=== store_buffer ===
store_buffer/layer_met4.png
Cells faint in the background.
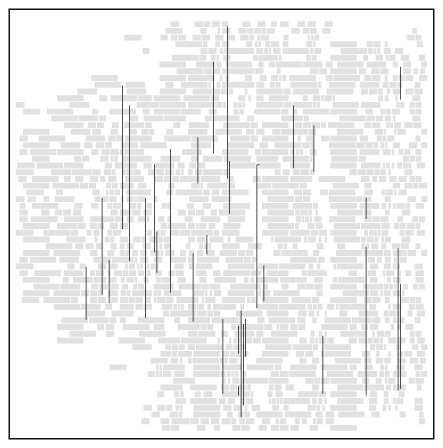

--- src/rtl/store_buffer_pkg.sv ---
// ---------------------------------------------------------------------------
// store_buffer_pkg : shared sizing constants and entry layout for store_buffer
// Rev 1.0
// ---------------------------------------------------------------------------
`default_nettype none

package store_buffer_pkg;

  localparam int SB_DEPTH     = 4;
  localparam int SB_ADDR_BITS = 14;
  localparam int SB_DATA_BITS = 32;
  localparam int SB_ENTRY_W   = SB_ADDR_BITS + SB_DATA_BITS;
  localparam int SB_PTR_W     = $clog2(SB_DEPTH);

  typedef struct packed {
    logic [SB_ADDR_BITS-1:0] addr;
    logic [SB_DATA_BITS-1:0] data;
  } sb_entry_t;

  function automatic int sb_ptr_w(input int depth);
    return $clog2(depth);
  endfunction

endpackage

`default_nettype wire

--- src/rtl/store_buffer_match.sv ---
// ---------------------------------------------------------------------------
// store_buffer_match : finds the youngest valid entry whose address matches a load
// Rev 1.0
// ---------------------------------------------------------------------------
`default_nettype none

module store_buffer_match
  import store_buffer_pkg::*;
#(
  parameter int DEPTH     = SB_DEPTH,
  parameter int ADDR_BITS = SB_ADDR_BITS
) (
  input  logic [DEPTH-1:0][ADDR_BITS-1:0] i_ent_addr,
  input  logic [DEPTH-1:0]                i_valid,
  input  logic [$clog2(DEPTH)-1:0]        i_tail,
  input  logic [ADDR_BITS-1:0]            i_ld_addr,
  output logic                            o_hit,
  output logic [$clog2(DEPTH)-1:0]        o_idx
);

  localparam int PTR_W = sb_ptr_w(DEPTH);

  logic [PTR_W-1:0] w_slot;

  // Scan from oldest (slot at tail) to youngest (tail-1); the last match wins.
  always_comb begin
    o_hit  = 1'b0;
    o_idx  = '0;
    w_slot = '0;
    for (int k = 0; k < DEPTH; k++) begin
      w_slot = i_tail + PTR_W'(k);
      if (i_valid[w_slot] && (i_ent_addr[w_slot] == i_ld_addr)) begin
        o_hit = 1'b1;
        o_idx = w_slot;
      end
    end
  end

endmodule

`default_nettype wire

--- src/rtl/store_buffer.sv ---
// ---------------------------------------------------------------------------
// store_buffer : word-granular FIFO write buffer with load forwarding
// Rev 1.0
// ---------------------------------------------------------------------------
`default_nettype none

module store_buffer
  import store_buffer_pkg::*;
#(
  parameter int DEPTH     = SB_DEPTH,
  parameter int ADDR_BITS = SB_ADDR_BITS
) (
  input  logic                     clk,
  input  logic                     rst,
  input  logic                     st_req,
  input  logic                     ld_req,
  input  logic [31:0]              addr,
  input  logic [31:0]              wr_data,
  output logic [31:0]              ld_data,
  output logic                     stall,
  output logic                     mem_read,
  output logic                     mem_write,
  output logic [31:0]              mem_address,
  output logic [31:0]              mem_data,
  input  logic [31:0]              mem_out,
  output logic                     empty,
  output logic [$clog2(DEPTH):0]   count
);

  localparam int PTR_W = sb_ptr_w(DEPTH);
  localparam int CNT_W = PTR_W + 1;

  logic [PTR_W-1:0]                r_head;
  logic [PTR_W-1:0]                r_tail;
  logic [CNT_W-1:0]                r_count;
  logic [DEPTH-1:0]                r_valid;
  logic [DEPTH-1:0][ADDR_BITS-1:0] r_addr;
  logic [31:0]                     r_data [DEPTH];

  logic             w_full;
  logic             w_empty;
  logic             w_enq;
  logic             w_drain;
  logic             w_hit;
  logic [PTR_W-1:0] w_hit_idx;

  assign w_full  = (r_count == CNT_W'(DEPTH));
  assign w_empty = (r_count == '0);
  // A load always wins the port; a store alongside it is refused.
  assign w_enq   = st_req && !ld_req && !w_full;
  assign w_drain = !w_empty && !ld_req && (!st_req || w_full);

  always_ff @(posedge clk or posedge rst) begin
    if (rst) begin
      r_head  <= '0;
      r_tail  <= '0;
      r_count <= '0;
      r_valid <= '0;
    end else begin
      if (w_enq) begin
        r_tail          <= r_tail + 1'b1;
        r_valid[r_tail] <= 1'b1;
      end
      if (w_drain) begin
        r_head          <= r_head + 1'b1;
        r_valid[r_head] <= 1'b0;
      end
      case ({w_enq, w_drain})
        2'b10:   r_count <= r_count + CNT_W'(1);
        2'b01:   r_count <= r_count - CNT_W'(1);
        default: r_count <= r_count;
      endcase
    end
  end

  always_ff @(posedge clk) begin
    if (w_enq) begin
      r_addr[r_tail] <= addr[ADDR_BITS-1:0];
      r_data[r_tail] <= wr_data;
    end
  end

  store_buffer_match #(
    .DEPTH     (DEPTH),
    .ADDR_BITS (ADDR_BITS)
  ) u_match (
    .i_ent_addr (r_addr),
    .i_valid    (r_valid),
    .i_tail     (r_tail),
    .i_ld_addr  (addr[ADDR_BITS-1:0]),
    .o_hit      (w_hit),
    .o_idx      (w_hit_idx)
  );

  always_comb begin
    stall       = 1'b0;
    mem_read    = 1'b0;
    mem_write   = 1'b0;
    mem_address = '0;
    mem_data    = '0;
    ld_data     = '0;
    if (!rst) begin
      stall = st_req && (w_full || ld_req);
      if (w_drain) begin
        mem_write   = 1'b1;
        mem_address = 32'(r_addr[r_head]);
        mem_data    = r_data[r_head];
      end else if (ld_req && !w_hit) begin
        mem_read    = 1'b1;
        mem_address = addr;
      end
      if (ld_req) begin
        ld_data = w_hit ? r_data[w_hit_idx] : mem_out;
      end
    end
  end

  assign empty = w_empty;
  assign count = r_count;

endmodule

`default_nettype wire
--- config.mk ---
export PLATFORM = sky130hd
export DESIGN_NAME = store_buffer
export DESIGN_NICKNAME = d
export VERILOG_FILES = /design/src/rtl/store_buffer_pkg.sv /design/src/rtl/store_buffer_match.sv /design/src/rtl/store_buffer.sv
export SDC_FILE = /design/constraint.sdc
export NUM_CORES = 1
export LEC_CHECK = 0
export ABC_CLOCK_PERIOD_IN_PS = 5800
export CAP_MARGIN = 10
export CORE_AREA = 2 2 169 171
export DETAILED_ROUTE_END_ITERATION = 16
export DIE_AREA = 0 0 171 173
export PLACE_DENSITY = 0.76
export REMOVE_ABC_BUFFERS = 1
export SYNTH_ARGS = -nofsm -noshare
export SYNTH_HDL_FRONTEND = slang
export SYNTH_SLANG_ARGS = --single-unit
--- constraint.sdc ---
create_clock -name clk -period 5.8 [get_ports clk]
set_input_delay 0.87 -clock clk [delete_from_list [all_inputs] [get_ports clk]]
set_output_delay 0.87 -clock clk [all_outputs]
set_load 0.03 [all_outputs]
=== load_seq_ctrl ===
## config.mk

```make
export PLATFORM = sky130hd
export DESIGN_NAME = load_seq_ctrl
export DESIGN_NICKNAME = d
export VERILOG_FILES = /design/src/rtl/load_seq_ctrl.sv
export SDC_FILE = /design/constraint.sdc
export NUM_CORES = 1
export LEC_CHECK = 0
export ABC_AREA = 1
export CORE_MARGIN = 3
export CORE_UTILIZATION = 45
export DETAILED_ROUTE_END_ITERATION = 7
export PLACE_DENSITY = 0.78
export SKIP_CTS_REPAIR_TIMING = 1
export SLEW_MARGIN = 30
export SYNTH_ARGS = -nofsm -noshare
export SYNTH_HDL_FRONTEND = slang
export SYNTH_SLANG_ARGS = --single-unit
```

## constraint.sdc

```tcl
create_clock -name clk -period 2 [get_ports clk]
set_input_delay 0.5 -clock clk [delete_from_list [all_inputs] [get_ports clk]]
set_output_delay 0.5 -clock clk [all_outputs]
set_load 0.05 [all_outputs]
```

## src/rtl/load_seq_ctrl.sv

```systemverilog
// RV64I load sequencer: issues an aligned doubleword read, waits for the response, then extracts and extends the addressed lane.
// Optional macro LOAD_MISALIGN_TRAP_EN: a misaligned access raises err instead of being truncated to its natural alignment.
module load_seq_ctrl #(
  parameter int XLEN           = 64,
  parameter int TIMEOUT_CYCLES = 15
) (
  input  logic            clk,
  input  logic            reset,
  input  logic            start,
  input  logic [2:0]      funct3,
  input  logic [XLEN-1:0] addr,
  output logic            mem_req,
  output logic [XLEN-1:0] mem_addr,
  input  logic            mem_gnt,
  input  logic            mem_rvalid,
  input  logic [XLEN-1:0] mem_rdata,
  output logic            stall,
  output logic            wb_valid,
  output logic [XLEN-1:0] wb_data,
  output logic            err
);

  typedef enum logic [2:0] {S_IDLE, S_REQ, S_WAIT, S_DONE, S_FAIL} state_t;

  state_t          state;
  logic [2:0]      f3_q;
  logic [2:0]      off_q;
  logic [7:0]      cnt;
  logic [2:0]      eff_off;
  logic [XLEN-1:0] shifted;
  logic [XLEN-1:0] ext;
  logic            misaligned;

  // Offset bits below the access size are dropped, so no lane crosses the doubleword.
  always_comb begin
    eff_off = off_q;
    case (f3_q[1:0])
      2'b01:   eff_off = {off_q[2:1], 1'b0};
      2'b10:   eff_off = {off_q[2], 2'b00};
      2'b11:   eff_off = 3'b000;
      default: eff_off = off_q;
    endcase
  end

  assign shifted = mem_rdata >> {eff_off, 3'b000};

  always_comb begin
    ext = shifted;
    case (f3_q)
      3'b000:  ext = {{(XLEN-8){shifted[7]}}, shifted[7:0]};
      3'b001:  ext = {{(XLEN-16){shifted[15]}}, shifted[15:0]};
      3'b010:  ext = {{(XLEN-32){shifted[31]}}, shifted[31:0]};
      3'b100:  ext = {{(XLEN-8){1'b0}}, shifted[7:0]};
      3'b101:  ext = {{(XLEN-16){1'b0}}, shifted[15:0]};
      3'b110:  ext = {{(XLEN-32){1'b0}}, shifted[31:0]};
      default: ext = shifted;
    endcase
  end

`ifdef LOAD_MISALIGN_TRAP_EN
  always_comb begin
    misaligned = 1'b0;
    case (funct3[1:0])
      2'b01:   misaligned = addr[0];
      2'b10:   misaligned = |addr[1:0];
      2'b11:   misaligned = |addr[2:0];
      default: misaligned = 1'b0;
    endcase
  end
`else
  assign misaligned = 1'b0;
`endif

  // Combinational so the issuing cycle is already stalled.
  assign stall = (state == S_REQ) || (state == S_WAIT) || ((state == S_IDLE) && start);

  always_ff @(posedge clk) begin
    if (reset) begin
      state    <= S_IDLE;
      f3_q     <= 3'b000;
      off_q    <= 3'b000;
      cnt      <= 8'd0;
      mem_req  <= 1'b0;
      mem_addr <= '0;
      wb_valid <= 1'b0;
      wb_data  <= '0;
      err      <= 1'b0;
    end else begin
      mem_req  <= 1'b0;
      wb_valid <= 1'b0;
      err      <= 1'b0;
      case (state)
        S_IDLE: begin
          if (start) begin
            f3_q     <= funct3;
            off_q    <= addr[2:0];
            mem_addr <= {addr[XLEN-1:3], 3'b000};
            if ((funct3 == 3'b111) || misaligned) begin
              state <= S_FAIL;
              err   <= 1'b1;
            end else begin
              state   <= S_REQ;
              mem_req <= 1'b1;
            end
          end
        end
        S_REQ: begin
          if (mem_gnt) begin
            state <= S_WAIT;
            cnt   <= 8'd0;
          end else begin
            mem_req <= 1'b1;
          end
        end
        S_WAIT: begin
          // Response wins over a timeout landing in the same cycle.
          if (mem_rvalid) begin
            wb_data  <= ext;
            wb_valid <= 1'b1;
            state    <= S_DONE;
          end else if (cnt == 8'(TIMEOUT_CYCLES)) begin
            state <= S_FAIL;
            err   <= 1'b1;
          end else begin
            cnt <= cnt + 8'd1;
          end
        end
        S_DONE:  state <= S_IDLE;
        S_FAIL:  state <= S_IDLE;
        default: state <= S_IDLE;
      endcase
    end
  end

endmodule

```

load_seq_ctrl/cell_density.png
The bar under the picture is 50 um long. The die is cut into 13 by 13 equal tiles; dark blue is low, red is high, 0 to 100% covered.
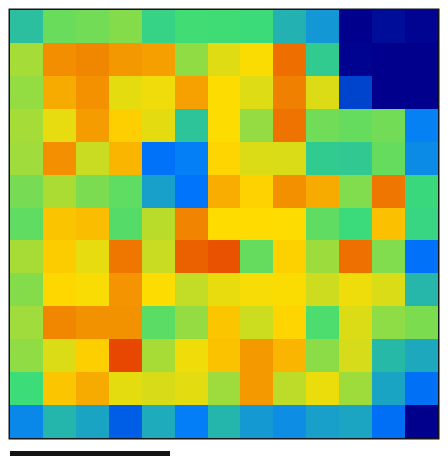
nearly empty tiles = 4.7%
emptiest ninth of the die = top right
fullest tile = 92%
tiles over 75% full = 28%
mean over tiles = 59%
core area: 15900 um2
Pre-Place Util: 0.461

==> impl_metrics.py, load_seq_ctrl <==
# Auto-generated metrics
metrics = {
    "sta": {
        "worst_slack_ns": 0.107,
        "whs_ns": 0.461,
        "tightest_slew_ns": 0.525,
        "setup_viol": 0,
        "fin_skew_ns": 0.00879,
        "fin_setup_tns_ns": 0,
    },
    "yosys": {
        "synth.area.top_cells": "dfxtp_1 (40%), nand2_1 (19%), o21ai_0 (6.7%)",
        "synth.logic.top_family": "simple AND/OR/NAND/NOR gates",
        "ys_warn_count": 0,
        "yosysCellCount": 1132,
    },
    "route": {
        "wirelength_um": 25100,
    },
    "critical_path": {
        "crit_chain": "nor2_1 -> nand2_1 -> nand2_1 -> inv_1 -> nand2_1 -> buf_12",
        "crit_type": "register to output port",
        "crit_path_max_fanout": 4,
    },
    "die": {
        "die_height_um": 134,
    },
    "hold_path": {
        "hold_end": "mem_addr[35]",
    },
    "global_route": {
        "gr-total-overflow": 0,
    },
    "cts": {
        "cts_made_buffers": 17,
    },
    "power": {
        "powerSeq_mw": 3.44,
        "cellInternalPower_mw": 6.73,
    },
    "run_status": {
        "status": "finished, final reports clean",
    },
}
[load_seq_ctrl: area by class of cell]
class / count / share of cell area
Sequential cell: 145 / 0.266
Clock buffer: 23 / 0.0448
Tap cell: 216 / 0.0248
Timing Repair Buffer: 311 / 0.279
Clock inverter: 9 / 0.00861
Inverter: 90 / 0.0310
Multi-Input combinational cell: 822 / 0.345
[load_seq_ctrl: layer usage]
layer  up-vias  GRT usage  share of wire
li1       4137          -              -
met1      3744      0.326           0.39
met2       415      0.460           0.48
met3        75     0.0804          0.094
met4         0      0.114          0.039
met5         -          0              0
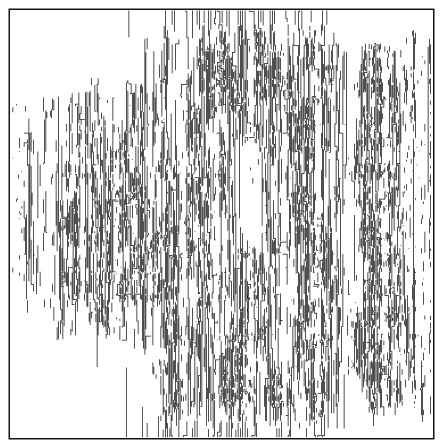
store_buffer/layer_met2.png
main direction = vertical
wire length on this layer = 19900 um
routed vias: 11200
routing usage on met2: 0.444
Routed WL: 39900 um

## Picture notes: store_buffer/layer_met4.png
share of all routed wire = 2.5%
main direction = vertical
longest straight run = 62.6 um
wire length on this layer = 982 um

==> impl_metrics.py, store_buffer <==
# Auto-generated metrics
metrics = {
    "route": {
        "wl_met3_um": 3440,
    },
    "run_status": {
        "status": "finished, final reports clean",
    },
    "hold_path": {
        "hold_start": "count[2]",
        "hold_end": "count[2]",
    },
    "die": {
        "dieWidth_um": 171,
    },
    "sta": {
        "setup_viol": 0,
        "tightest_slew_ns": 1.10,
        "finalWorstPathRequiredPeriod_ns": 5.50,
    },
    "layout": {
        "final_layout_top_logic_cell": "edfxtp_1",
    },
    "critical_path": {
        "rrSetupSlack_ns": 3.05,
        "cp_num_cells": 12,
        "critPathRequiredTime_ns": 4.93,
    },
    "global_route": {
        "antenna_found_initial": 2,
        "grt_util_met3": 0.0362,
        "grt_pass1_vias": 10900,
    },
    "yosys": {
        "ys_warn_count": 0,
        "ys_sh_mux": 0.193,
        "xor_area_frac": 0.0372,
        "synth_seq_share": 0.425,
    },
    "power": {
        "maxPowerGroup": "combinational cells",
    },
    "place": {
        "place_hpwl_um": 24800,
        "place_congestion": 0.938,
    },
}
## store_buffer: Yosys cell counts (26+ instances only)
library cell,number
edfxtp_1,184
mux2i_1,92
nand2_1,78
mux4_2,75
o221ai_1,64
clkbuf_1,58
and2_1,52
xnor2_1,48
nor2_1,41
o22ai_1,41
o21ai_0,38
nand2b_1,37
a221o_1,32
a32oi_1,32
buf_2,32
nor3_1,26
## store_buffer: layout make-up
cell class                 instances  share of cell area
multi-input combinational        822               0.437
sequential                       195               0.350
timing repair buffer             236               0.144
tap                              378              0.0285
clock buffer                      17              0.0256
clock inverter                    15              0.0111
inverter                          15             0.00347
antenna                            2            0.000302


## Gallery

Congestion heat map.
(a)
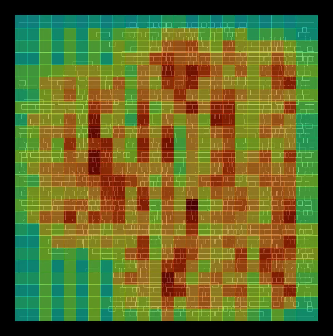
(b)
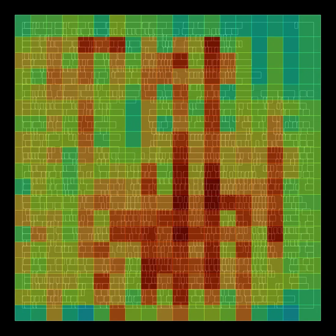
| from | picture |
|---|---|
| store_buffer | (a) |
| load_seq_ctrl | (b) |

Power figures rest on the tool's default switching activity, not on a simulated workload.
